# ---- tx_symbol_mapper ----
==> src/rtl/tx_symbol_mapper.sv <==
// BPSK/QPSK/Gray-16QAM symbol mapper emitting SPS {I,Q} samples per symbol over valid/ready.
// Define TX_MAP_ZERO_STUFF_EN to zero-stuff samples 1..SPS-1 instead of sample-and-hold.
module tx_symbol_mapper #(
  parameter int OUT_W = 12,
  parameter int SPS   = 4,
  parameter int AMP   = 1536
) (
  input  logic                 clk,
  input  logic                 rst_n,
  input  logic [1:0]           mode,
  input  logic                 in_valid,
  input  logic [3:0]           in_data,
  output logic                 in_ready,
  output logic                 out_valid,
  output logic [2*OUT_W-1:0]   out_data,
  input  logic                 out_ready,
  output logic                 out_sos
);

  localparam int CW = $clog2(SPS + 1);
  localparam logic [CW-1:0] LAST_CNT = CW'(SPS - 1);
  localparam logic signed [OUT_W-1:0] AMP_P  = OUT_W'(AMP);
  localparam logic signed [OUT_W-1:0] AMP_N  = OUT_W'(-AMP);
  localparam logic signed [OUT_W-1:0] STEP_P = OUT_W'(AMP / 3);
  localparam logic signed [OUT_W-1:0] STEP_N = OUT_W'(-(AMP / 3));
  localparam logic signed [OUT_W-1:0] ZERO_L = {OUT_W{1'b0}};

  typedef enum logic [0:0] {ST_IDLE = 1'b0, ST_SEND = 1'b1} state_t;

  // Gray-coded 4-level amplitude for one 16-QAM axis.
  function automatic logic signed [OUT_W-1:0] gray_level(input logic [1:0] bits);
    logic signed [OUT_W-1:0] lvl;
    case (bits)
      2'b00:   lvl = AMP_N;
      2'b01:   lvl = STEP_N;
      2'b11:   lvl = STEP_P;
      2'b10:   lvl = AMP_P;
      default: lvl = ZERO_L;
    endcase
    return lvl;
  endfunction

  function automatic logic [2*OUT_W-1:0] map_point(input logic [1:0] m, input logic [3:0] d);
    logic signed [OUT_W-1:0] i_v;
    logic signed [OUT_W-1:0] q_v;
    case (m)
      2'd0: begin
        i_v = d[0] ? AMP_P : AMP_N;
        q_v = ZERO_L;
      end
      2'd1: begin
        i_v = d[1] ? AMP_P : AMP_N;
        q_v = d[0] ? AMP_P : AMP_N;
      end
      2'd2: begin
        i_v = gray_level(d[3:2]);
        q_v = gray_level(d[1:0]);
      end
      default: begin
        i_v = ZERO_L;
        q_v = ZERO_L;
      end
    endcase
    return {i_v, q_v};
  endfunction

  state_t               state_r, state_nxt_s;
  logic [CW-1:0]        cnt_r, cnt_nxt_s;
  logic [2*OUT_W-1:0]   data_r, data_nxt_s;
  logic                 sos_r, sos_nxt_s;
  logic [2*OUT_W-1:0]   mapped_s;
  logic [2*OUT_W-1:0]   follow_s;
  logic                 last_s;
  logic                 in_hs_s;

  assign mapped_s  = map_point(mode, in_data);
  assign last_s    = (cnt_r == LAST_CNT);
  assign in_ready  = (state_r == ST_IDLE) || (last_s && out_ready);
  assign in_hs_s   = in_valid && in_ready;
  assign out_valid = (state_r == ST_SEND);
  assign out_data  = data_r;
  assign out_sos   = sos_r;

`ifdef TX_MAP_ZERO_STUFF_EN
  assign follow_s = {(2*OUT_W){1'b0}};
`else
  assign follow_s = data_r;
`endif

  // Next-state: load on handshake, advance on accepted sample, hold under backpressure.
  always_comb begin
    state_nxt_s = state_r;
    cnt_nxt_s   = cnt_r;
    data_nxt_s  = data_r;
    sos_nxt_s   = sos_r;
    case (state_r)
      ST_IDLE: begin
        if (in_hs_s) begin
          state_nxt_s = ST_SEND;
          cnt_nxt_s   = {CW{1'b0}};
          data_nxt_s  = mapped_s;
          sos_nxt_s   = 1'b1;
        end else begin
          sos_nxt_s   = 1'b0;
        end
      end
      ST_SEND: begin
        if (out_ready) begin
          if (!last_s) begin
            cnt_nxt_s  = cnt_r + CW'(1);
            data_nxt_s = follow_s;
            sos_nxt_s  = 1'b0;
          end else if (in_hs_s) begin
            cnt_nxt_s  = {CW{1'b0}};
            data_nxt_s = mapped_s;
            sos_nxt_s  = 1'b1;
          end else begin
            state_nxt_s = ST_IDLE;
            sos_nxt_s   = 1'b0;
          end
        end else begin
          state_nxt_s = state_r;
        end
      end
      default: begin
        state_nxt_s = ST_IDLE;
        sos_nxt_s   = 1'b0;
      end
    endcase
  end

  // State and output registers.
  always_ff @(posedge clk or negedge rst_n) begin
    if (!rst_n) begin
      state_r <= ST_IDLE;
      cnt_r   <= {CW{1'b0}};
      data_r  <= {(2*OUT_W){1'b0}};
      sos_r   <= 1'b0;
    end else begin
      state_r <= state_nxt_s;
      cnt_r   <= cnt_nxt_s;
      data_r  <= data_nxt_s;
      sos_r   <= sos_nxt_s;
    end
  end

endmodule

==> config.mk <==
export PLATFORM = sky130hd
export DESIGN_NAME = tx_symbol_mapper
export DESIGN_NICKNAME = d
export VERILOG_FILES = /design/src/rtl/tx_symbol_mapper.sv
export SDC_FILE = /design/constraint.sdc
export NUM_CORES = 1
export LEC_CHECK = 0
export ABC_AREA = 1
export CORE_MARGIN = 3
export CORE_UTILIZATION = 30
export CTS_CLUSTER_DIAMETER = 150
export DETAILED_ROUTE_END_ITERATION = 7
export SYNTH_ARGS = -nofsm -noshare
export SYNTH_HDL_FRONTEND = slang
export SYNTH_SLANG_ARGS = --single-unit
==> constraint.sdc <==
create_clock -name clk -period 2.1 [get_ports clk]
set_input_delay 0.42 -clock clk [delete_from_list [all_inputs] [get_ports clk]]
set_output_delay 0.42 -clock clk [all_outputs]
set_load 0.005 [all_outputs]
# ---- multicycle_control_unit ----
==> config.mk <==
export PLATFORM = sky130hd
export DESIGN_NAME = multicycle_control_unit
export DESIGN_NICKNAME = d
export VERILOG_FILES = /design/src/rtl/cpu_ctrl_pkg.sv /design/src/rtl/alu_op_decoder.sv /design/src/rtl/multicycle_control_unit.sv
export SDC_FILE = /design/constraint.sdc
export NUM_CORES = 1
export LEC_CHECK = 0
export CORE_UTILIZATION = 50
export DETAILED_ROUTE_END_ITERATION = 16
export PLACE_DENSITY = 0.82
export REMOVE_ABC_BUFFERS = 1
export SLEW_MARGIN = 0
export SYNTH_ARGS = -nofsm -noshare
export SYNTH_HDL_FRONTEND = slang
export SYNTH_SLANG_ARGS = --single-unit
==> constraint.sdc <==
create_clock -name clk -period 4.8 [get_ports clk]
set_input_delay 0.96 -clock clk [delete_from_list [all_inputs] [get_ports clk]]
set_output_delay 0.96 -clock clk [all_outputs]
set_load 0.01 [all_outputs]
==> src/rtl/cpu_ctrl_pkg.sv <==
// Shared encodings for the multi-cycle MIPS control unit: opcodes, function codes,
// ALU control values and the sequencer state enum.
package cpu_ctrl_pkg;

  localparam int unsigned OP_W     = 6;
  localparam int unsigned FUNC_W   = 6;
  localparam int unsigned ALUCTR_W = 4;

  localparam logic [OP_W-1:0] OP_RTYPE = 6'b000000;
  localparam logic [OP_W-1:0] OP_ADDI  = 6'b001000;
  localparam logic [OP_W-1:0] OP_ANDI  = 6'b001100;
  localparam logic [OP_W-1:0] OP_ORI   = 6'b001101;
  localparam logic [OP_W-1:0] OP_XORI  = 6'b001110;
  localparam logic [OP_W-1:0] OP_LW    = 6'b100011;
  localparam logic [OP_W-1:0] OP_SW    = 6'b101011;
  localparam logic [OP_W-1:0] OP_BEQ   = 6'b000100;
  localparam logic [OP_W-1:0] OP_BNE   = 6'b000101;
  localparam logic [OP_W-1:0] OP_LUI   = 6'b001111;
  localparam logic [OP_W-1:0] OP_J     = 6'b000010;
  localparam logic [OP_W-1:0] OP_JAL   = 6'b000011;

  localparam logic [FUNC_W-1:0] FN_ADD = 6'b100000;
  localparam logic [FUNC_W-1:0] FN_SUB = 6'b100010;
  localparam logic [FUNC_W-1:0] FN_AND = 6'b100100;
  localparam logic [FUNC_W-1:0] FN_OR  = 6'b100101;
  localparam logic [FUNC_W-1:0] FN_XOR = 6'b100110;
  localparam logic [FUNC_W-1:0] FN_SLL = 6'b000000;
  localparam logic [FUNC_W-1:0] FN_SRL = 6'b000010;
  localparam logic [FUNC_W-1:0] FN_SRA = 6'b000011;
  localparam logic [FUNC_W-1:0] FN_JR  = 6'b001000;

  localparam logic [ALUCTR_W-1:0] ALU_ADD = 4'b0000;
  localparam logic [ALUCTR_W-1:0] ALU_SUB = 4'b0001;
  localparam logic [ALUCTR_W-1:0] ALU_AND = 4'b0010;
  localparam logic [ALUCTR_W-1:0] ALU_OR  = 4'b0011;
  localparam logic [ALUCTR_W-1:0] ALU_XOR = 4'b0100;
  localparam logic [ALUCTR_W-1:0] ALU_SLL = 4'b0101;
  localparam logic [ALUCTR_W-1:0] ALU_SRL = 4'b0110;
  localparam logic [ALUCTR_W-1:0] ALU_SRA = 4'b0111;
  localparam logic [ALUCTR_W-1:0] ALU_LUI = 4'b1000;

  typedef enum logic [2:0] {
    FETCH  = 3'd0,
    DECODE = 3'd1,
    EXEC   = 3'd2,
    MEM    = 3'd3,
    WB     = 3'd4,
    TRAP   = 3'd5
  } state_t;

endpackage

==> src/rtl/alu_op_decoder.sv <==
// Combinational (op, func) -> ALU control, operand select, extension mode and
// legality. Sequencing is handled entirely by the FSM in the top.
module alu_op_decoder
  import cpu_ctrl_pkg::*;
(
  input  logic [OP_W-1:0]     op,
  input  logic [FUNC_W-1:0]   func,
  output logic [ALUCTR_W-1:0] alu_ctr,
  output logic                alu_src,
  output logic                ext_op,
  output logic                legal
);

  always_comb begin
    alu_ctr = ALU_ADD;
    alu_src = 1'b0;
    ext_op  = 1'b0;
    legal   = 1'b0;
    case (op)
      OP_RTYPE: begin
        legal = 1'b1;
        case (func)
          FN_ADD:  alu_ctr = ALU_ADD;
          FN_SUB:  alu_ctr = ALU_SUB;
          FN_AND:  alu_ctr = ALU_AND;
          FN_OR:   alu_ctr = ALU_OR;
          FN_XOR:  alu_ctr = ALU_XOR;
          FN_SLL:  alu_ctr = ALU_SLL;
          FN_SRL:  alu_ctr = ALU_SRL;
          FN_SRA:  alu_ctr = ALU_SRA;
          FN_JR:   alu_ctr = ALU_ADD;
          default: legal   = 1'b0;
        endcase
      end
      OP_ADDI, OP_LW, OP_SW: begin
        legal   = 1'b1;
        alu_ctr = ALU_ADD;
        alu_src = 1'b1;
        ext_op  = 1'b1;
      end
      OP_ANDI: begin legal = 1'b1; alu_ctr = ALU_AND; alu_src = 1'b1; end
      OP_ORI:  begin legal = 1'b1; alu_ctr = ALU_OR;  alu_src = 1'b1; end
      OP_XORI: begin legal = 1'b1; alu_ctr = ALU_XOR; alu_src = 1'b1; end
      OP_LUI:  begin legal = 1'b1; alu_ctr = ALU_LUI; alu_src = 1'b1; end
      // Branches compare rs against rt, so the immediate only feeds the target adder
      OP_BEQ, OP_BNE: begin
        legal   = 1'b1;
        alu_ctr = ALU_SUB;
        ext_op  = 1'b1;
      end
      OP_J, OP_JAL: legal = 1'b1;
      default: legal = 1'b0;
    endcase
  end

endmodule

==> src/rtl/multicycle_control_unit.sv <==
// Multi-cycle MIPS control unit: FETCH/DECODE/EXEC/MEM/WB sequencer with req/ack memory
// handshakes. Define ILLEGAL_TRAP_EN to trap on unknown encodings instead of treating them as NOPs.
module multicycle_control_unit
  import cpu_ctrl_pkg::*;
(
  input  logic                clk,
  input  logic                rst_n,
  input  logic [OP_W-1:0]     op,
  input  logic [FUNC_W-1:0]   func,
  input  logic                i_ack,
  input  logic                d_ack,
  input  logic                zero,
  output logic                i_req,
  output logic                d_req,
  output logic                ir_wr,
  output logic                pc_wr,
  output logic [ALUCTR_W-1:0] ALUctr,
  output logic                ALUSrc,
  output logic                Extop,
  output logic [1:0]          RegDst,
  output logic [1:0]          MemtoReg,
  output logic                RegWr,
  output logic                MemWr,
  output logic                Branch_eq,
  output logic                Branch_ne,
  output logic [1:0]          Jump,
  output logic                trap
);

  state_t              state;
  state_t              state_d;
  logic [OP_W-1:0]     op_q;
  logic [FUNC_W-1:0]   func_q;
  logic [ALUCTR_W-1:0] dec_ctr;
  logic                dec_src;
  logic                dec_ext;
  logic                legal;
  logic                unused_zero;

  // Branch outcome is resolved in the datapath; the flag is not needed here
  assign unused_zero = zero;

  alu_op_decoder u_dec (
    .op      (op_q),
    .func    (func_q),
    .alu_ctr (dec_ctr),
    .alu_src (dec_src),
    .ext_op  (dec_ext),
    .legal   (legal)
  );

  logic is_r, is_jr, is_j, is_jal, is_beq, is_bne, is_lw, is_sw;
  assign is_r   = (op_q == OP_RTYPE);
  assign is_jr  = is_r && (func_q == FN_JR);
  assign is_j   = (op_q == OP_J);
  assign is_jal = (op_q == OP_JAL);
  assign is_beq = (op_q == OP_BEQ);
  assign is_bne = (op_q == OP_BNE);
  assign is_lw  = (op_q == OP_LW);
  assign is_sw  = (op_q == OP_SW);

  // IR loads only when a live fetch request is acknowledged
  assign ir_wr = (state == FETCH) && i_req && i_ack;

  always_comb begin
    state_d = state;
    case (state)
      FETCH:  if (ir_wr) state_d = DECODE;
      DECODE: begin
        if (is_j || is_jal || is_jr) state_d = FETCH;
        else if (!legal)
`ifdef ILLEGAL_TRAP_EN
          state_d = TRAP;
`else
          state_d = FETCH;
`endif
        else state_d = EXEC;
      end
      EXEC: begin
        if (is_beq || is_bne)    state_d = FETCH;
        else if (is_lw || is_sw) state_d = MEM;
        else                     state_d = WB;
      end
      MEM:     if (d_req && d_ack) state_d = is_lw ? WB : FETCH;
      WB:      state_d = FETCH;
      TRAP:    state_d = TRAP;
      default: state_d = FETCH;
    endcase
  end

  // State, IR field latch and the held handshake outputs
  always_ff @(posedge clk or negedge rst_n) begin
    if (!rst_n) begin
      state  <= FETCH;
      op_q   <= '0;
      func_q <= '0;
      i_req  <= 1'b0;
      d_req  <= 1'b0;
      MemWr  <= 1'b0;
    end else begin
      state <= state_d;
      i_req <= (state_d == FETCH);
      d_req <= (state_d == MEM);
      MemWr <= (state_d == MEM) && is_sw;
      if (ir_wr) begin
        op_q   <= op;
        func_q <= func;
      end
    end
  end

`ifdef ILLEGAL_TRAP_EN
  always_ff @(posedge clk or negedge rst_n) begin
    if (!rst_n) trap <= 1'b0;
    else        trap <= (state_d == TRAP);
  end
`else
  assign trap = 1'b0;
`endif

  // Per-state datapath strobes, decoded from the state register and latched IR fields
  always_comb begin
    pc_wr     = 1'b0;
    ALUctr    = '0;
    ALUSrc    = 1'b0;
    Extop     = 1'b0;
    RegDst    = 2'b00;
    MemtoReg  = 2'b00;
    RegWr     = 1'b0;
    Branch_eq = 1'b0;
    Branch_ne = 1'b0;
    Jump      = 2'b00;
    case (state)
      FETCH: pc_wr = ir_wr;
      DECODE: begin
        if (is_j || is_jal) begin
          Jump  = 2'b01;
          pc_wr = 1'b1;
        end
        if (is_jal) begin
          RegWr    = 1'b1;
          RegDst   = 2'b10;
          MemtoReg = 2'b10;
        end
        if (is_jr) begin
          Jump  = 2'b10;
          pc_wr = 1'b1;
        end
      end
      EXEC: begin
        ALUctr    = dec_ctr;
        ALUSrc    = dec_src;
        Extop     = dec_ext;
        Branch_eq = is_beq;
        Branch_ne = is_bne;
        pc_wr     = is_beq || is_bne;
      end
      MEM: begin
        ALUctr = dec_ctr;
        ALUSrc = dec_src;
        Extop  = dec_ext;
      end
      WB: begin
        RegWr    = 1'b1;
        RegDst   = is_r ? 2'b01 : 2'b00;
        MemtoReg = is_lw ? 2'b01 : 2'b00;
      end
      default: ;
    endcase
  end

endmodule


==> screenshots <==
Routing congestion map.
picture 1
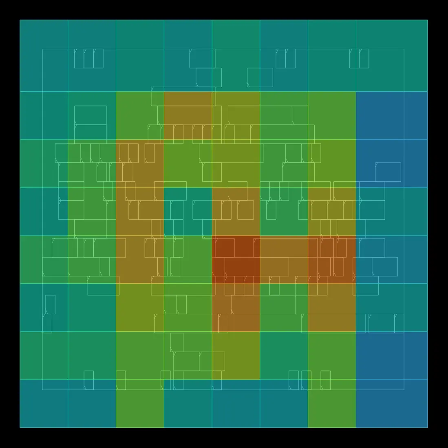
picture 2
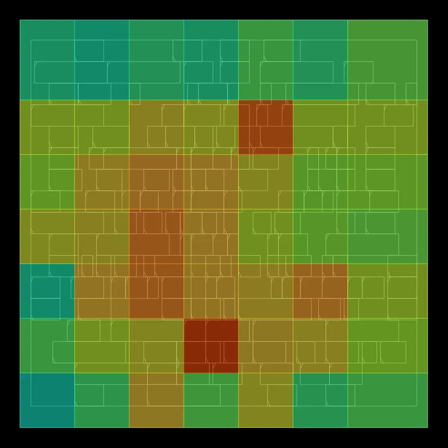
tx_symbol_mapper -> picture 1
multicycle_control_unit -> picture 2

Fig. 1: multicycle_control_unit, sequential cells coloured by netlist name
Scale bar: 20 um.
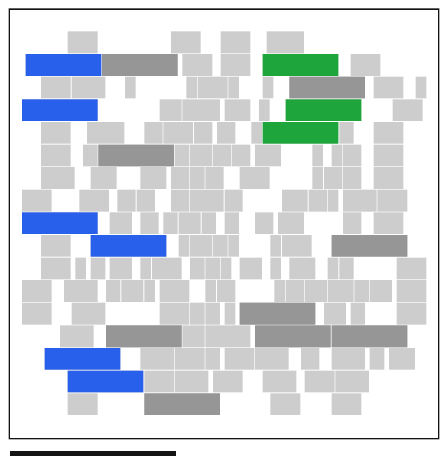
| colour | netlist name | flops |
|---|---|---|
| blue | op_q | 6 |
| green | state | 3 |
not coloured: 9
register fraction of the total cell area: 28.8%
storage element area: 450 um2
sequential cell power: 0.362 mW
final core area utilization: 69.5%

==> impl_metrics.yaml, multicycle_control_unit <==
# physical design summary
outcome:
  run_status: "finished clean"
power_and_ir_drop:
  internal_power_mw: 0.449
  cellPowerDensity_nw_per_um2: 520
  power_frac_clock_pct: 9.1
clocking:
  clk_pin_slew_worst_paths_ns: 0.10
  clk_latency_ns: 0.29
  ctsRootBufferMaster: "clkbuf_4"
synth:
  synth.ff_latch_count: 18
  synth_compound_gate_area_share_pct: 11.1
  synth.most_common_cell: "dfrtp_1"
  ff_type: "dfrtp_1"
grt:
  grt_use_met1_pct: 31.0
  vias_in_the_first_global_route: 1019
min_path:
  hold-path-endpoint: "func_q[4]$_DFFE_PN0P_"
  hold_start: "func_q[4]$_DFFE_PN0P_"
placement:
  placedInstanceArea_um2: 1540
sta:
  max_freq_mhz: 261
  fin_tns_setup_ns: 0
critical_path:
  critical_path_class: "input pin to output pin"
cells_and_area:
  fillerInstances: 195
floorplan:
  placement_rows: 17
routing:
  remaining_drcs: 0
multicycle_control_unit: layout make-up:
cell class | count | area share [%]
inverters | 2 | 0.479
flip-flops and latches | 18 | 28.8
well taps | 28 | 2.24
repair buffers | 35 | 22.4
multi-input cells | 101 | 44.7
clock buffers | 3 | 1.44
multicycle_control_unit: placed cells by master (no fill, tap or decap), types with 2 or more instances in the layout:
cell type and n:
nor2_1 9, clkdlybuf4s50_1 35, o21ai_0 3, or3b_1 2, and4b_1 2, nand4b_1 2, nand2b_1 3, mux2_2 4
mux2_1 7, a211oi_1 2, and2_1 2, nor3b_1 2, clkbuf_4 3, nand3_1 6, nor4_1 7, nor3_1 4
dfrtp_1 18, nand2_1 11, or3_1 3, a21oi_1 5
multicycle_control_unit: power by group through the flow:
| stage | clock network, mW | registers (mW) | logic (mW) |
|---|---|---|---|
| after detailed placement | 0 | 0.361 | 0.377 |
| final | 0.0743 | 0.362 | 0.379 |
| after global placement | 0 | 0.354 | 0.363 |
| after global routing | 0.0829 | 0.378 | 0.419 |
| after floorplan | 0 | 0.326 | 0.278 |
| after CTS | 0.0769 | 0.357 | 0.380 |
Fig. 2: tx_symbol_mapper, signal wires on met3
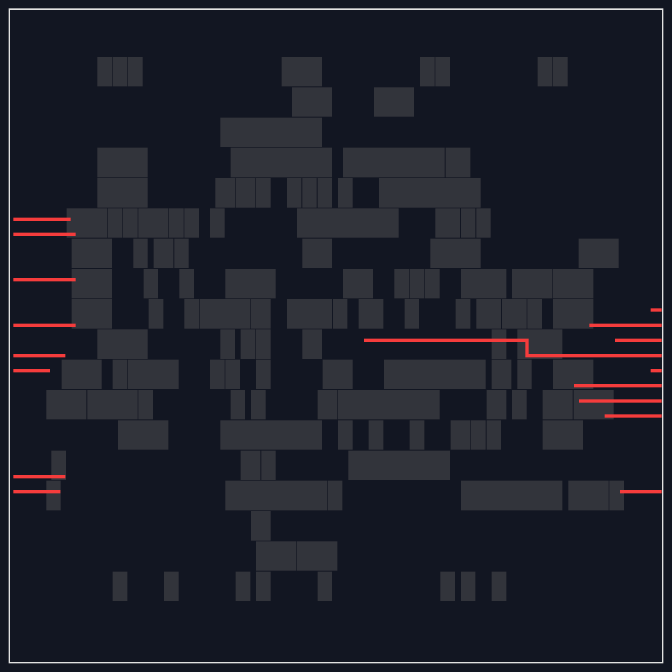
main direction: horizontal
longest straight run: 14.5 um
nets with wire on the layer: 17
vias after detailed routing: 622
WL final: 1410 um
met3 global-route usage: 2.63%

==> impl_metrics.yaml, tx_symbol_mapper <==
# physical design summary
outcome:
  run_status: "finished clean"
critical_path:
  cell_with_the_most_instances_on_the_worst_path: "clkdlybuf4s50_1"
  worst_reg2reg_endpoint: "out_data[22]$_DFFE_PN0P_"
  critical_path_class: "input pin to output pin"
  worstPathCellList: "clkdlybuf4s50_1 > nand3_2 > nand2_4 > clkdlybuf4s50_1"
  timing.critical_path.fanout_max: 2
floorplan:
  die_y_um: 58.6
  pre_placement_core_utilization_pct: 32.6
  die-width_um: 58.6
synth:
  postSynthSeqShare_pct: 33.2
job:
  total_number_of_warnings_across_the_stage_logs: 31
cells_and_area:
  drive_gt1_share_pct: 11.1
  largest_class: "combinational gates"
  inv_count: 13
routing:
  drtAntennaViolNets: 0
placement:
  detailedPlacementHpwl_um: 1230
sta:
  final_period_minus_worst_setup_slack_ns: 2.01
min_path:
  hold-path-endpoint: "cnt_r[2]$_DFFE_PN0N_"
grt:
  grt_usage_pct: 8.58
[tx_symbol_mapper: metrics by stage]
step | setup WS, ns | instances | instance area (um2)
6_report | 0.0880 | 156 | 1010
5_1_grt | 0.0397 | 156 | 1010
4_1_cts | 0.0824 | 156 | 1010
3_5_place_dp | 0.0898 | 152 | 983
3_3_place_gp | 0.123 | 152 | 983
2_1_floorplan | 0.928 | 121 | 893
[tx_symbol_mapper: cell usage in the layout (no fill, tap or decap), drive strengths merged]
cell           count
a21oi              1
buf                1
clkbuf             4
clkdlybuf4s50     18
conb              18
dfrtp             11
ha                 9
inv               13
nand2             35
nand3              4
nor2               3
o21a               1
o21ai              7
o21bai             1
[tx_symbol_mapper: power by group]
group | internal (mW) | leakage (nW) | total (mW) | switching (mW)
clock | 0.0732 | 0.0150 | 0.134 | 0.0609
sequential | 0.293 | 0.139 | 0.346 | 0.0526
combinational | 0.228 | 0.402 | 0.409 | 0.181
[tx_symbol_mapper: routing by layer]
metal | vias up | global-route usage (%) | wire length, um
met5 | - | 0 | 0
met3 | 0 | 2.63 | 98
met4 | 0 | 2.91 | 0
met2 | 17 | 15.3 | 709
met1 | 279 | 9.66 | 598
li1 | 326 | - | -

# ---- change_dispenser ----
Fig. 3: change_dispenser, met1 routing
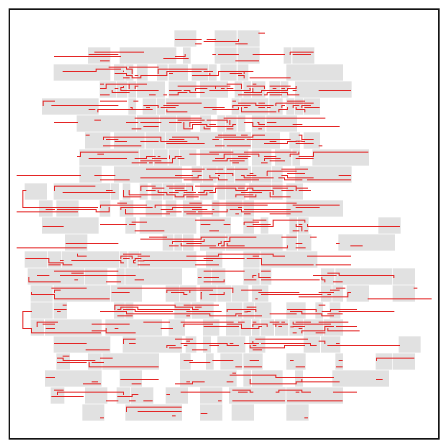

$ cat src/rtl/vending_pkg.sv
// Shared vending-machine constants and types: coin denominations, item prices,
// coin index and change-dispenser state encoding.
package vending_pkg;

    localparam logic [7:0] COIN_50 = 8'd50;
    localparam logic [7:0] COIN_20 = 8'd20;
    localparam logic [7:0] COIN_10 = 8'd10;
    localparam logic [7:0] COIN_1  = 8'd1;

    localparam logic [7:0] PRICE_WATER = 8'd40;
    localparam logic [7:0] PRICE_COLA  = 8'd65;
    localparam logic [7:0] PRICE_SNACK = 8'd85;
    localparam logic [7:0] PRICE_CANDY = 8'd25;

    localparam logic [7:0] INIT_STOCK_DEF = 8'd20;

    typedef logic [1:0] coin_idx_t;

    typedef enum logic [1:0] {
        ST_IDLE  = 2'd0,
        ST_SEL   = 2'd1,
        ST_EJECT = 2'd2,
        ST_DONE  = 2'd3
    } disp_state_e;

endpackage

$ cat src/rtl/coin_select.sv
// Combinational largest-first coin picker: lowest eligible index whose
// denomination still fits in the remaining amount.
module coin_select (
    input  logic [7:0] remaining,
    input  logic [7:0] coin_0,
    input  logic [7:0] coin_1,
    input  logic [7:0] coin_2,
    input  logic [7:0] coin_3,
    input  logic [3:0] eligible,
    output logic       found,
    output logic [1:0] index
);

    always_comb begin
        found = 1'b0;
        index = 2'd0;
        if (eligible[0] && (coin_0 <= remaining)) begin
            found = 1'b1;
            index = 2'd0;
        end else if (eligible[1] && (coin_1 <= remaining)) begin
            found = 1'b1;
            index = 2'd1;
        end else if (eligible[2] && (coin_2 <= remaining)) begin
            found = 1'b1;
            index = 2'd2;
        end else if (eligible[3] && (coin_3 <= remaining)) begin
            found = 1'b1;
            index = 2'd3;
        end
    end

endmodule

$ cat src/rtl/change_dispenser.sv
// Change-return back end: accepts an amount, ejects coins largest-first over a
// req/ack handshake, then reports coins paid and unpayable residual.
// Optional per-denomination coin stock tracking is enabled by COIN_STOCK_EN.
module change_dispenser
    import vending_pkg::*;
#(
    parameter logic [7:0] COIN_0 = COIN_50,
    parameter logic [7:0] COIN_1 = COIN_20,
    parameter logic [7:0] COIN_2 = COIN_10,
    parameter logic [7:0] COIN_3 = vending_pkg::COIN_1
`ifdef COIN_STOCK_EN
    ,
    parameter logic [7:0] INIT_STOCK = INIT_STOCK_DEF
`endif
) (
    input  logic       clk,
    input  logic       reset_n,
    input  logic       change_valid,
    input  logic [7:0] change_amount,
    output logic       change_ready,
    output logic       coin_req,
    output logic [1:0] coin_sel,
    input  logic       coin_ack,
    output logic       change_done,
    output logic [7:0] coins_paid,
    output logic [7:0] residual
`ifdef COIN_STOCK_EN
    ,
    input  logic       stock_load,
    input  logic [1:0] stock_sel,
    input  logic [7:0] stock_count
`endif
);

    localparam logic [1:0] IDLE  = 2'(ST_IDLE);
    localparam logic [1:0] SEL   = 2'(ST_SEL);
    localparam logic [1:0] EJECT = 2'(ST_EJECT);
    localparam logic [1:0] DONE  = 2'(ST_DONE);

    logic [1:0] state_q, state_d;
    logic [7:0] remaining_q, remaining_d;
    logic       change_ready_d;
    logic       coin_req_d;
    logic [1:0] coin_sel_d;
    logic       change_done_d;
    logic [7:0] coins_paid_d;
    logic [7:0] residual_d;
    logic [3:0] eligible_c;
    logic       sel_found_c;
    logic [1:0] sel_idx_c;
    logic [7:0] coin_val_c;

    coin_select u_coin_select (
        .remaining (remaining_q),
        .coin_0    (COIN_0),
        .coin_1    (COIN_1),
        .coin_2    (COIN_2),
        .coin_3    (COIN_3),
        .eligible  (eligible_c),
        .found     (sel_found_c),
        .index     (sel_idx_c)
    );

    // Value of the coin currently being ejected.
    always_comb begin
        case (coin_sel)
            2'd0:    coin_val_c = COIN_0;
            2'd1:    coin_val_c = COIN_1;
            2'd2:    coin_val_c = COIN_2;
            default: coin_val_c = COIN_3;
        endcase
    end

`ifdef COIN_STOCK_EN
    logic [3:0][7:0] stock_q;
    logic            take_coin_c;

    assign take_coin_c = (state_q == EJECT) && coin_ack;

    always_comb begin
        for (int i = 0; i < 4; i++) begin
            eligible_c[i] = (stock_q[i] != 8'd0);
        end
    end

    // Load is applied after the decrement so it wins on the same counter.
    always_ff @(posedge clk or negedge reset_n) begin
        if (!reset_n) begin
            for (int i = 0; i < 4; i++) begin
                stock_q[i] <= INIT_STOCK;
            end
        end else begin
            if (take_coin_c && (stock_q[coin_sel] != 8'd0)) begin
                stock_q[coin_sel] <= stock_q[coin_sel] - 8'd1;
            end
            if (stock_load) begin
                stock_q[stock_sel] <= stock_count;
            end
        end
    end
`else
    assign eligible_c = 4'b1111;
`endif

    // Next-state and next-output logic.
    always_comb begin
        state_d       = state_q;
        remaining_d   = remaining_q;
        coin_req_d    = coin_req;
        coin_sel_d    = coin_sel;
        change_done_d = 1'b0;
        coins_paid_d  = coins_paid;
        residual_d    = residual;
        case (state_q)
            IDLE: begin
                if (change_valid) begin
                    remaining_d  = change_amount;
                    coins_paid_d = 8'd0;
                    residual_d   = 8'd0;
                    state_d      = SEL;
                end
            end
            SEL: begin
                if (sel_found_c) begin
                    coin_sel_d = sel_idx_c;
                    coin_req_d = 1'b1;
                    state_d    = EJECT;
                end else begin
                    residual_d    = remaining_q;
                    change_done_d = 1'b1;
                    state_d       = DONE;
                end
            end
            EJECT: begin
                if (coin_ack) begin
                    coin_req_d   = 1'b0;
                    remaining_d  = remaining_q - coin_val_c;
                    coins_paid_d = (coins_paid == 8'hFF) ? coins_paid : coins_paid + 8'd1;
                    state_d      = SEL;
                end
            end
            DONE: begin
                state_d = IDLE;
            end
            default: begin
                state_d = IDLE;
            end
        endcase
        change_ready_d = (state_d == IDLE);
    end

    always_ff @(posedge clk or negedge reset_n) begin
        if (!reset_n) begin
            state_q      <= IDLE;
            remaining_q  <= 8'd0;
            change_ready <= 1'b1;
            coin_req     <= 1'b0;
            coin_sel     <= 2'd0;
            change_done  <= 1'b0;
            coins_paid   <= 8'd0;
            residual     <= 8'd0;
        end else begin
            state_q      <= state_d;
            remaining_q  <= remaining_d;
            change_ready <= change_ready_d;
            coin_req     <= coin_req_d;
            coin_sel     <= coin_sel_d;
            change_done  <= change_done_d;
            coins_paid   <= coins_paid_d;
            residual     <= residual_d;
        end
    end

endmodule

$ cat config.mk
export PLATFORM = sky130hd
export DESIGN_NAME = change_dispenser
export DESIGN_NICKNAME = d
export VERILOG_FILES = /design/src/rtl/vending_pkg.sv /design/src/rtl/coin_select.sv /design/src/rtl/change_dispenser.sv
export SDC_FILE = /design/constraint.sdc
export NUM_CORES = 1
export LEC_CHECK = 0
export CAP_MARGIN = 20
export CORE_MARGIN = 2
export CORE_UTILIZATION = 40
export DETAILED_ROUTE_END_ITERATION = 12
export MAX_ROUTING_LAYER = met4
export PLACE_DENSITY = 0.74
export SYNTH_ARGS = -nofsm -noshare
export SYNTH_HDL_FRONTEND = slang
export SYNTH_SLANG_ARGS = --single-unit
$ cat constraint.sdc
create_clock -name clk -period 1.99 [get_ports clk]
set_input_delay 0.398 -clock clk [delete_from_list [all_inputs] [get_ports clk]]
set_output_delay 0.398 -clock clk [all_outputs]
set_load 0.03 [all_outputs]
# ---- hex_display_ctrl ----
===== src/rtl/hex_display_ctrl.sv =====
// Binary-to-BCD (double-dabble) display controller driving four 7-seg digits through a shared decoder.
// Optional leading-zero blanking is enabled by defining LEADING_ZERO_BLANK_EN.
module hex_display_ctrl (
  input  logic       clk,
  input  logic       reset,
  input  logic [9:0] in_value,
  input  logic       in_valid,
  output logic       in_ready,
  output logic [4:0] seg_val,
  input  logic [6:0] seg_leds,
  output logic [6:0] hex0,
  output logic [6:0] hex1,
  output logic [6:0] hex2,
  output logic [6:0] hex3,
  output logic       busy,
  output logic       done
);

  localparam int NUM_DIG = 4;
  localparam logic [6:0] BLANK = 7'b1111111;

  localparam logic [1:0] IDLE    = 2'd0;
  localparam logic [1:0] CONVERT = 2'd1;
  localparam logic [1:0] DRIVE   = 2'd2;
  localparam logic [1:0] DONE    = 2'd3;

  logic [1:0]                  state_q, state_d;
  logic [9:0]                  shift_q, shift_d;
  logic [NUM_DIG-1:0][3:0]     bcd_q, bcd_d;
  logic [3:0]                  cnt_q, cnt_d;
  logic [NUM_DIG-1:0][6:0]     hex_q, hex_d;
  logic [NUM_DIG-1:0][3:0]     bcd_adj;
  logic [3:0]                  cur_nib;
  logic                        blank_dig;

  // add-3 correction on every nibble before the shift
  for (genvar i = 0; i < NUM_DIG; i++) begin : g_adj
    assign bcd_adj[i] = (bcd_q[i] >= 4'd5) ? bcd_q[i] + 4'd3 : bcd_q[i];
  end

  assign cur_nib = bcd_q[cnt_q[1:0]];

`ifdef LEADING_ZERO_BLANK_EN
  logic [NUM_DIG-1:0] zero_from;
  assign zero_from[NUM_DIG-1] = (bcd_q[NUM_DIG-1] == 4'd0);
  for (genvar i = 0; i < NUM_DIG-1; i++) begin : g_zero
    assign zero_from[i] = (bcd_q[i] == 4'd0) && zero_from[i+1];
  end
  // ones digit is never blanked so a value of 0 still shows "0"
  assign blank_dig = (cnt_q[1:0] != 2'd0) && zero_from[cnt_q[1:0]];
`else
  assign blank_dig = 1'b0;
`endif

  always_comb begin
    state_d = state_q;
    shift_d = shift_q;
    bcd_d   = bcd_q;
    cnt_d   = cnt_q;
    hex_d   = hex_q;
    case (state_q)
      IDLE: begin
        if (in_valid) begin
          state_d = CONVERT;
          shift_d = in_value;
          bcd_d   = '0;
          cnt_d   = '0;
        end
      end
      CONVERT: begin
        {bcd_d, shift_d} = {bcd_adj[NUM_DIG-1][2:0], bcd_adj[NUM_DIG-2:0], shift_q, 1'b0};
        cnt_d = cnt_q + 4'd1;
        if (cnt_q == 4'd9) begin
          state_d = DRIVE;
          cnt_d   = '0;
        end
      end
      DRIVE: begin
        hex_d[cnt_q[1:0]] = blank_dig ? BLANK : seg_leds;
        cnt_d = cnt_q + 4'd1;
        if (cnt_q == 4'd3) begin
          state_d = DONE;
          cnt_d   = '0;
        end
      end
      default: state_d = IDLE;
    endcase
  end

  always_ff @(posedge clk) begin
    if (reset) begin
      state_q <= IDLE;
      shift_q <= '0;
      bcd_q   <= '0;
      cnt_q   <= '0;
      hex_q   <= {NUM_DIG{BLANK}};
    end else begin
      state_q <= state_d;
      shift_q <= shift_d;
      bcd_q   <= bcd_d;
      cnt_q   <= cnt_d;
      hex_q   <= hex_d;
    end
  end

  // decoder only ever sees a real digit during DRIVE, zero otherwise
  assign seg_val  = (state_q == DRIVE) ? {1'b0, cur_nib} : 5'd0;
  assign in_ready = (state_q == IDLE);
  assign busy     = (state_q != IDLE);
  assign done     = (state_q == DONE);
  assign hex0     = hex_q[0];
  assign hex1     = hex_q[1];
  assign hex2     = hex_q[2];
  assign hex3     = hex_q[3];

endmodule


===== config.mk =====
export PLATFORM = sky130hd
export DESIGN_NAME = hex_display_ctrl
export DESIGN_NICKNAME = d
export VERILOG_FILES = /design/src/rtl/hex_display_ctrl.sv
export SDC_FILE = /design/constraint.sdc
export NUM_CORES = 1
export LEC_CHECK = 0
export CAP_MARGIN = 20
export CELL_PAD_IN_SITES_DETAIL_PLACEMENT = 1
export CELL_PAD_IN_SITES_GLOBAL_PLACEMENT = 2
export CORE_ASPECT_RATIO = 0.75
export CORE_MARGIN = 1
export CORE_UTILIZATION = 32
export CTS_CLUSTER_DIAMETER = 60
export DETAILED_ROUTE_END_ITERATION = 10
export MAX_ROUTING_LAYER = met4
export PLACE_DENSITY = 0.86
export SLEW_MARGIN = 40
export SYNTH_ARGS = -nofsm -noshare
export SYNTH_HDL_FRONTEND = slang
export SYNTH_SLANG_ARGS = --single-unit
export TNS_END_PERCENT = 5

===== constraint.sdc =====
create_clock -name clk -period 1.97 [get_ports clk]
set_input_delay 0.394 -clock clk [delete_from_list [all_inputs] [get_ports clk]]
set_output_delay 0.394 -clock clk [all_outputs]
set_load 0.005 [all_outputs]

# ---- interp_loop_ctrl ----
## src/rtl/interp_loop_ctrl.sv

```systemverilog
// interp_loop_ctrl: two-level loop sequencer driving an external inner-loop counter register and a row index.
module interp_loop_ctrl #(
  parameter logic [3:0] INNER_LAST = 4'd7,
  parameter logic [3:0] OUTER_LAST = 4'd7
) (
  input  logic       CLK,
  input  logic       RST_ASYNC_N,
  input  logic       START,
  input  logic       ABORT,
  input  logic       STALL,
  input  logic [3:0] CNT_Q,
  output logic       CNT_WE,
  output logic [3:0] CNT_D,
  output logic [3:0] ROW,
  output logic       STEP_EN,
  output logic       ROW_END,
  output logic       BUSY,
  output logic       DONE
);
  localparam logic [1:0] IDLE = 2'd0;
  localparam logic [1:0] INIT = 2'd1;
  localparam logic [1:0] RUN  = 2'd2;
  localparam logic [1:0] FIN  = 2'd3;
  logic [1:0] state, state_nxt;
  logic inner_last, row_last, abort_act;
  // Counts past INNER_LAST still close the row so a corrupted counter cannot hang the loop.
  assign inner_last = CNT_Q >= INNER_LAST;
  assign row_last   = ROW >= OUTER_LAST;
  always_comb begin
    abort_act = ABORT && state != IDLE;
    STEP_EN   = state == RUN && !STALL && !ABORT;
    ROW_END   = STEP_EN && inner_last;
    CNT_WE    = abort_act || state == INIT || (STEP_EN && !(inner_last && row_last));
    CNT_D     = (STEP_EN && !inner_last) ? CNT_Q + 4'd1 : 4'd0;
    BUSY      = state != IDLE;
    DONE      = state == FIN && !ABORT;
    state_nxt = abort_act ? IDLE :
                state == IDLE ? (START ? INIT : IDLE) :
                state == INIT ? RUN :
                state == FIN  ? IDLE :
                (ROW_END && row_last) ? FIN : RUN;
  end
  always_ff @(posedge CLK or negedge RST_ASYNC_N) begin
    if (!RST_ASYNC_N) begin
      state <= IDLE;
      ROW   <= 4'd0;
    end else begin
      state <= state_nxt;
      if (state == INIT) ROW <= 4'd0;
      else if (ROW_END && !row_last) ROW <= ROW + 4'd1;
    end
  end
endmodule

```

## config.mk

```make
export PLATFORM = sky130hd
export DESIGN_NAME = interp_loop_ctrl
export DESIGN_NICKNAME = d
export VERILOG_FILES = /design/src/rtl/interp_loop_ctrl.sv
export SDC_FILE = /design/constraint.sdc
export NUM_CORES = 1
export LEC_CHECK = 0
export ABC_AREA = 1
export CORE_AREA = 2 2 39 41
export CTS_CLUSTER_SIZE = 8
export DETAILED_ROUTE_END_ITERATION = 16
export DIE_AREA = 0 0 41 43
export PLACE_DENSITY = 0.73
export SYNTH_ARGS = -nofsm -noshare
export SYNTH_HDL_FRONTEND = slang
export SYNTH_SLANG_ARGS = --single-unit
```

## constraint.sdc

```tcl
create_clock -name CLK -period 1.4 [get_ports CLK]
set_input_delay 0.14 -clock CLK [delete_from_list [all_inputs] [get_ports CLK]]
set_output_delay 0.14 -clock CLK [all_outputs]
set_load 0.02 [all_outputs]
```

Fig. 4: change_dispenser, met2 routing
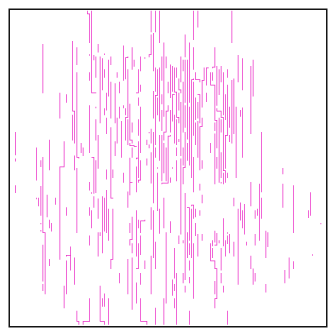
nets with wire on the layer: 205
longest straight run: 21.2 um
wire length on this layer: 1,770 um
share of all routed wire: 45%
main direction: vertical
WL final: 3940 um
vias after detailed routing: 1,477

Fig. 5: change_dispenser, routing congestion map
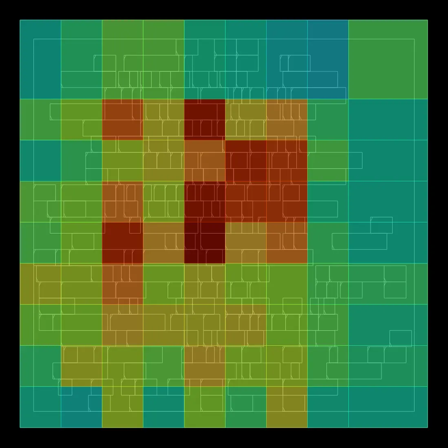
Global Route met2 Usage: 27.6%
global routing usage on met1: 23.4%
most utilized layer in the global route result: met2
final core area utilization: 57.7%

## Picture notes: Fig. 3
share of all routed wire: 47%
main direction: horizontal

==> impl_metrics.yaml, change_dispenser <==
# physical design summary
outcome:
  run_status: "finished clean"
synth:
  synth_compound_gate_area_share_pct: 15.5
  async_flop_share_pct: 100
  yosys_warnings: 0
critical_path:
  worstPathCellList: "inv_2 > nand2_1 > ha_4 > o21a_1 > o31ai_2 > buf_4 > a31oi_2 > mux2_2 > nand3_1"
  worst_setup_path_start_kind: "register"
  setup_slack_reg_to_reg_ns: 0.03
  crit_start: "coin_sel[0]$_DFFE_PN0P_"
power_and_ir_drop:
  power.share.switching_pct: 41.7
  vdd_drop_max_mv: 0.666
  p_comb_share_pct: 53.4
floorplan:
  placement_rows: 23
placement:
  placement.io_buffers: 32
  dpl.cell_count: 267
sta:
  final_period_minus_worst_setup_slack_ns: 1.96
  slew_viol_final: 0
cells_and_area:
  num-nets-final: 244
  mostFrequentLayoutCell: "clkdlybuf4s50_1"
  synthToLayoutAreaGrowth_pct: 38.8
  mostFrequentLayoutCells: "clkdlybuf4s50_1 (32), dfrtp_1 (28), nor2_1 (18)"
grt:
  first_pass_grt_wire_length_um: 6110
clocking:
  clk_latency_ns: 0.29
routing:
  highest_layer: "met4"
[change_dispenser: layout make-up]
class                   count  area (um2)
fillers                   338        1690
multi-input cells         135         912
flip-flops and latches     31         779
repair buffers             45         418
clock buffers               5        68.8
well taps                  50        62.6
clock inverters             3        43.8
inverters                   6        22.5
[change_dispenser: through the flow]
step / utilization (%) / setup slack [ns]
detailed placement: 53.0 / -0.0212
global placement: 53.0 / 0.0192
global route: 57.7 / -0.0255
floorplan: - / 0.00387
finish: 57.7 / 0.0316
CTS: 56.0 / 0.000772
[change_dispenser: cell usage after synthesis, types with 2 or more instances]
library cell / n
a31oi_1: 3
nor3_1: 6
xor2_1: 3
a211oi_1: 3
or3_1: 2
inv_1: 6
clkbuf_1: 5
nor2b_1: 4
ha_1: 7
nor3b_1: 2
dfrtp_1: 30
nand4_1: 2
nand3_1: 9
mux2i_1: 2
and2_1: 10
and3_1: 2
nand2_1: 13
nand2b_1: 4
mux2_2: 2
o21ai_0: 9
nor2_1: 18
o211ai_1: 4
o31ai_1: 3
a21oi_1: 10
a41oi_1: 2
o21a_1: 2
[change_dispenser: repair_timing]
action | CTS | global route
gates cloned | 0 | 0
setup endpoints to repair | 1 | 3
pin swaps | 1 | 2
resized | 2 | 12
Fig. 6: hex_display_ctrl, routing congestion map
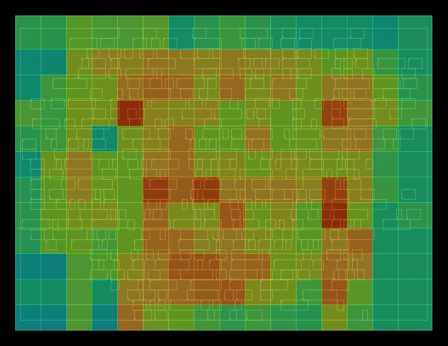
combined global-route utilization of all metal layers: 19.4%
Global Route met2 Usage: 29.0%
final routed wire length divided by cell count: 17.4 um

==> impl_metrics.yaml, hex_display_ctrl <==
# physical design summary
outcome:
  run_status: "finished clean"
sta:
  final_hold_viol_count: 0
  max_freq_mhz: 513
grt:
  vias_in_the_first_global_route: 2576
critical_path:
  worst_reg2reg_endpoint: "bcd_q[9]$_SDFFE_PP0P_"
  critPathBufInv: 2
  r2r_cells: 5
  worstPathCellList: "buf_4 > mux4_2 > and2_1 > buf_2"
synth:
  netlist_top_cells_area: "dfxtp_1 (41%), a211o_1 (8.3%), ha_1 (7.2%)"
  synth-cells-yosys: 305
  synth_cell_type_count: 34
clocking:
  clk_pin_slew_worst_paths_ns: 0.05
power_and_ir_drop:
  vdd_drop_max_mv: 0.487
  internal_power_mw: 2.80
routing:
  remaining_drcs: 0
cells_and_area:
  synthToLayoutAreaGrowth_pct: 35.6
==> hex_display_ctrl: registers in the layout, summed over array words and instances, names as in the netlist <==
| name | count |
|---|---|
| shift_q | 10 |
| bcd_q | 16 |
| hex0 | 7 |
| cnt_q | 4 |
| hex2 | 7 |
| hex1 | 7 |
| hex3 | 7 |
| state_q | 2 |
==> hex_display_ctrl: cell families after synthesis <==
family / after synthesis / share of synthesized area (%)
other cells: 1 / 0.128
simple gates: 95 / 18.2
compound gates: 73 / 18.2
xor+xnor: 7 / 2.09
mux: 20 / 8.56
flops: 60 / 40.9
buf+inv: 32 / 4.69
fa+ha+maj: 17 / 7.24
==> hex_display_ctrl: routing by layer <==
metal,global-route usage (%),up-vias,part of all wire (%)
li1,-,1255,-
met1,25.2,1250,49
met2,29.0,48,45
met3,5.43,10,4.6
met4,6.79,0,1.3
met5,-,-,0
==> hex_display_ctrl: final cells by class <==
class / count / area [um2] / share of cell area, %
clock inverters: 5 / 28.8 / 0.722
clock buffers: 11 / 233 / 5.84
flip-flops and latches: 60 / 1210 / 30.3
multi-input cells: 213 / 1620 / 40.6
repair buffers: 77 / 714 / 17.9
inverters: 13 / 48.8 / 1.22
well taps: 108 / 135 / 3.39
Fig. 7: interp_loop_ctrl, sequential cells coloured by netlist name
Scale bar: 10 um.
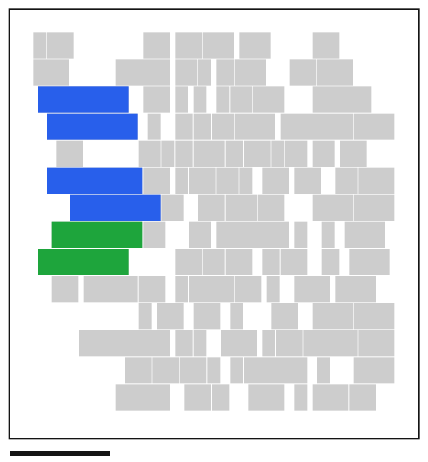
| colour | netlist name | flops |
|---|---|---|
| green | state | 2 |
| blue | ROW | 4 |

Fig. 8: interp_loop_ctrl, met1 routing
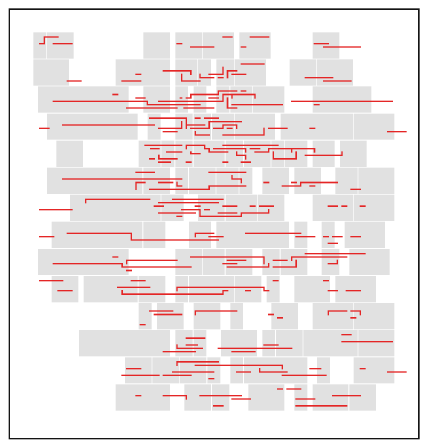
main direction: horizontal
share of all routed wire: 37%
wire length on this layer: 491 um
longest straight run: 12.0 um

==> impl_metrics.yaml, interp_loop_ctrl <==
# physical design summary
outcome:
  run_status: "finished, violations left"
  failed_checks: "negative setup slack"
floorplan:
  core_region_area_um2: 1380
  ios: 22
  placement_rows: 14
sta:
  postLayoutSetupSlackWorst_ns: -0.102
  slew_viol_final: 0
  max_slew_margin_pct: 83.9
  finalHoldWorstSlack_ns: 0.125
  final-setup-viol-count: 6
  max_freq_mhz: 666
  final_period_minus_worst_setup_slack_ns: 1.50
placement:
  gp_congestion: 0.809
  placement.io_buffers: 21
synth:
  synth-xor-area-share_pct: 1.73
  yosys_warnings: 0
  enable_flop_cells: 0
  simple_gate_share_pct: 38.8
  synth.most_common_cell: "nand2_1"
cells_and_area:
  comb_area_share_pct: 37.8
  mostFrequentLayoutCell: "buf_4"
  inv_count: 14
  buffers_excl_clock: 44
  layout.comb_gates.multi_input: 45
routing:
  remaining_drcs: 0
  wl_met2_um: 761
  highest_layer: "met4"
grt:
  grt_antenna_before_repair: 0
  groute.layer.met2.usage_pct: 31.9
min_path:
  hp-class: "input pin to async pin"
clocking:
  clk_latency_ns: 0.24
  clk_pin_slew_worst_paths_ns: 0.05
power_and_ir_drop:
  total_switching_power_mw: 0.442
  power_frac_clock_pct: 14.9
  p_comb_share_pct: 63.1
  power.group.top: "combinational cells"
critical_path:
  crit_start: "state[0]$_DFF_PN0_"
job:
  drv_cap: 0
interp_loop_ctrl: worst min path at each step:
| stage | start | slack, ns | cells past startpoint | to |
|---|---|---|---|---|
| 2_1_floorplan | RST_ASYNC_N | -0.16 | 0 | ROW[0]$_DFFE_PN0P_ |
| 3_3_place_gp | RST_ASYNC_N | 0.39 | 1 | ROW[3]$_DFFE_PN0P_ |
| 3_5_place_dp | RST_ASYNC_N | 0.39 | 1 | ROW[3]$_DFFE_PN0P_ |
| 4_1_cts | RST_ASYNC_N | 0.12 | 1 | ROW[3]$_DFFE_PN0P_ |
| 5_1_grt | RST_ASYNC_N | 0.15 | 1 | ROW[3]$_DFFE_PN0P_ |
| 6_report | RST_ASYNC_N | 0.13 | 1 | ROW[3]$_DFFE_PN0P_ |
interp_loop_ctrl: flip-flops by register name (all words and copies together) (netlist names):
name,flops
ROW,4
state,2
interp_loop_ctrl: cell families after synthesis:
kind of cell / Yosys count
DFF: 6
AOI/OAI and AO/OA: 4
adders and majority gates: 6
buffers and inverters: 13
xor gates and xnor gates: 1
and+or+nand+nor: 34

# ---- prog_tick_gen ----
===== config.mk =====
export PLATFORM = sky130hd
export DESIGN_NAME = prog_tick_gen
export DESIGN_NICKNAME = d
export VERILOG_FILES = /design/src/rtl/prog_tick_gen.sv
export SDC_FILE = /design/constraint.sdc
export NUM_CORES = 1
export LEC_CHECK = 0
export ABC_AREA = 1
export CORE_AREA = 2 2 183 203
export CTS_BUF_LIST = sky130_fd_sc_hd__clkbuf_8
export CTS_CLUSTER_DIAMETER = 40
export DETAILED_ROUTE_END_ITERATION = 8
export DIE_AREA = 0 0 185 205
export GPL_ROUTABILITY_DRIVEN = 0
export PLACE_DENSITY = 0.75
export SLEW_MARGIN = 20
export SYNTH_ARGS = -nofsm -noshare
export SYNTH_HDL_FRONTEND = slang
export SYNTH_SLANG_ARGS = --single-unit

===== constraint.sdc =====
create_clock -name clk -period 7.6 [get_ports clk]
set_input_delay 1.52 -clock clk [delete_from_list [all_inputs] [get_ports clk]]
set_output_delay 1.52 -clock clk [all_outputs]
set_load 0.02 [all_outputs]

===== src/rtl/prog_tick_gen.sv =====
// Multi-channel programmable clock-enable generator: per-channel tick strobe and
// near-50% square wave, with divisor reloads that commit glitch-free at the next wrap.
module prog_tick_gen #(
  parameter int WIDTH       = 17,
  parameter int CHANNELS    = 4,
  parameter int DEFAULT_DIV = 10000
) (
  input  logic                clk,
  input  logic                rst,
  input  logic                en_i,
  input  logic                sync_i,
  input  logic [CHANNELS-1:0] ld_i,
  input  logic [WIDTH-1:0]    div_in_i,
  output logic [CHANNELS-1:0] tick_o,
  output logic [CHANNELS-1:0] wave_o,
  output logic [CHANNELS-1:0] pend_o
);

  localparam logic [WIDTH-1:0] DIV_RST = WIDTH'(DEFAULT_DIV);

  for (genvar g = 0; g < CHANNELS; g++) begin : g_ch
    logic [WIDTH-1:0] cnt_q, cnt_d;
    logic [WIDTH-1:0] act_q, act_d;
    logic [WIDTH-1:0] shd_q, shd_d;
    logic             pend_q, pend_d;
    logic             tick_q, tick_d;
    logic             wave_q, wave_d;
    logic [WIDTH-1:0] d_eff_s;
    logic [WIDTH:0]   half_s;
    logic [WIDTH:0]   cnt_inc_s;
    logic             term_s;

    // A zero divisor behaves as one; the half period uses one extra bit so 2^WIDTH-1 cannot wrap.
    assign d_eff_s   = (act_q == {WIDTH{1'b0}}) ? WIDTH'(1) : act_q;
    assign half_s    = ({1'b0, d_eff_s} + (WIDTH+1)'(1)) >> 1;
    assign cnt_inc_s = {1'b0, cnt_q} + (WIDTH+1)'(1);
    assign term_s    = (cnt_q >= (d_eff_s - WIDTH'(1)));

    // Next-state selection: sync beats enable, and a wrap commits only the shadow held before this edge.
    always_comb begin
      cnt_d  = cnt_q;
      act_d  = act_q;
      shd_d  = shd_q;
      pend_d = pend_q;
      tick_d = 1'b0;
      wave_d = wave_q;
      if (sync_i) begin
        cnt_d  = {WIDTH{1'b0}};
        wave_d = 1'b1;
        pend_d = 1'b0;
        act_d  = ld_i[g] ? div_in_i : shd_q;
      end else begin
        if (ld_i[g]) begin
          shd_d  = div_in_i;
          pend_d = 1'b1;
        end else begin
          shd_d  = shd_q;
        end
        if (!en_i) begin
          cnt_d  = cnt_q;
        end else if (term_s) begin
          cnt_d  = {WIDTH{1'b0}};
          tick_d = 1'b1;
          wave_d = 1'b1;
          if (pend_q) begin
            act_d  = shd_q;
            pend_d = ld_i[g];
          end else begin
            act_d  = act_q;
          end
        end else begin
          cnt_d  = cnt_inc_s[WIDTH-1:0];
          wave_d = (cnt_inc_s < half_s);
        end
      end
    end

    // Channel state and registered outputs.
    always_ff @(posedge clk or posedge rst) begin
      if (rst) begin
        cnt_q  <= {WIDTH{1'b0}};
        act_q  <= DIV_RST;
        shd_q  <= DIV_RST;
        pend_q <= 1'b0;
        tick_q <= 1'b0;
        wave_q <= 1'b1;
      end else begin
        cnt_q  <= cnt_d;
        act_q  <= act_d;
        shd_q  <= shd_d;
        pend_q <= pend_d;
        tick_q <= tick_d;
        wave_q <= wave_d;
      end
    end

    assign tick_o[g] = tick_q;
    assign wave_o[g] = wave_q;
    assign pend_o[g] = pend_q;
  end

endmodule


Fig. 9: prog_tick_gen, met1 routing
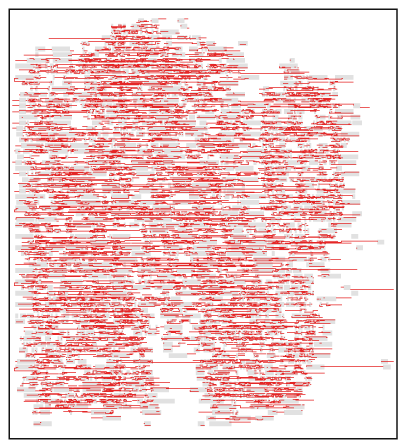
wire length on this layer: 20,000 um
longest straight run: 53.8 um
nets with wire on the layer: 2,480
share of all routed wire: 43%
global routing usage on met1: 31.8%
vias after detailed routing: 16,400
WL final: 46,000 um

==> impl_metrics.yaml <==
# physical design summary
cells_and_area:
  multiInputGateArea_um2: 10700
  layout.comb_gates.multi_input: 1929
  num-nets-final: 2649
critical_path:
  peak_per_stage_delay_on_the_critical_path_ns: 0.63
  worst_setup_path_start_kind: "register"
  critPathBufInv: 3
synth:
  synth-cells-yosys: 2525
  netlist_instances: 2525
  cell_types_with_the_highest_counts_after_synthesis: "nand2_1 (749), o21ai_0 (234), inv_1 (224)"
clocking:
  clk_pin_slew_worst_paths_ns: 0.06
  cts.path.max_buffers: 3
routing:
  detail_route.vias_per_cell: 5.47
placement:
  placement.io_buffers: 36
min_path:
  hold_start: "g_ch[3].shd_q[13]$_DFFE_PP1N_"
floorplan:
  pre_placement_core_utilization_pct: 49.7
power_and_ir_drop:
  power.static_leakage_nw: 9.31
grt:
  grt_antenna_before_repair: 1
  vias_in_the_first_global_route: 15800
sta:
  final-setup-viol-count: 0
outcome:
  run_status: "finished clean"
Fig. 10: prog_tick_gen, met2 routing
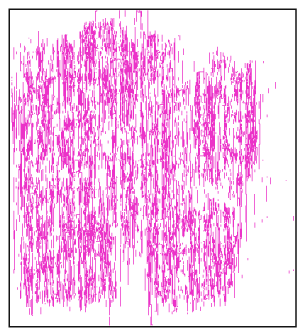
main direction: vertical
wire length on this layer: 21.8 mm
longest straight run: 69.0 um
Global Route met2 Usage: 41.7%

-- logic make-up after synthesis --
group | after synthesis | synth area share (%)
adders and majority gates | 144 | 10.1
xor gates and xnor gates | 165 | 8.12
AOI/OAI and AO/OA | 339 | 9.91
and+or+nand+nor | 1281 | 32.1
buffers and inverters | 380 | 9.06
DFF | 216 | 30.7
-- metrics by stage --
stage / total power [mW] / std cells / hold slack (ns) / area (um2)
final: 3.87 / 3002 / 0.498 / 19100
after global routing: 4.12 / 3002 / 0.516 / 19100
after CTS: 3.89 / 3001 / 0.498 / 19100
after detailed placement: 2.51 / 2923 / 0.489 / 18100
after global placement: 2.47 / 2923 / 0.482 / 18100
after floorplan: 2.24 / 2525 / 0.467 / 17800
-- layer usage --
layer / track usage (%) / wire length [um] / vias to the layer above / part of all wire [%]
li1: - / - / 8103 / -
met1: 31.8 / 20000 / 7652 / 43
met2: 41.7 / 21800 / 545 / 47
met3: 3.31 / 2420 / 121 / 5.3
met4: 11.0 / 1830 / 0 / 4.0
met5: 0 / 0 / - / 0


==> gallery <==
Met1 routing.
panel A
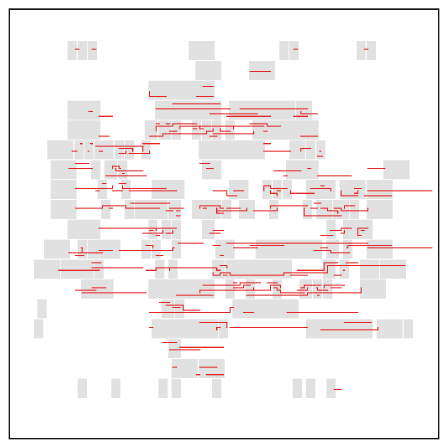
panel B
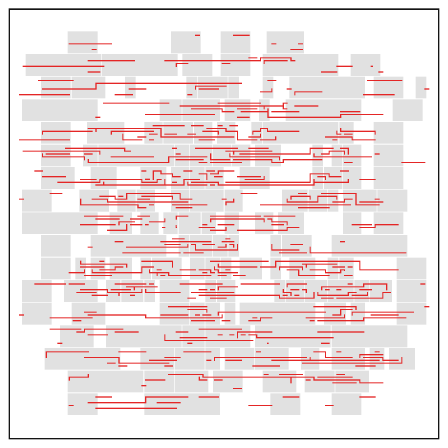
panel C
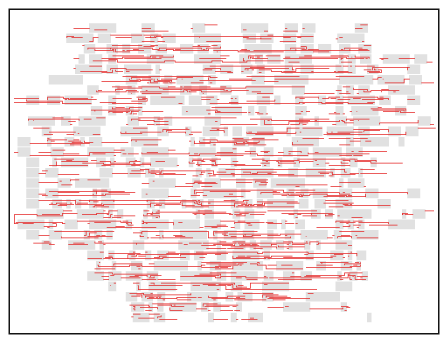
hex_display_ctrl -> panel C
tx_symbol_mapper -> panel A
multicycle_control_unit -> panel B

Key to panel B:
nets with wire on the layer: 157
main direction: horizontal

Power is estimated from default activity; no workload was simulated.
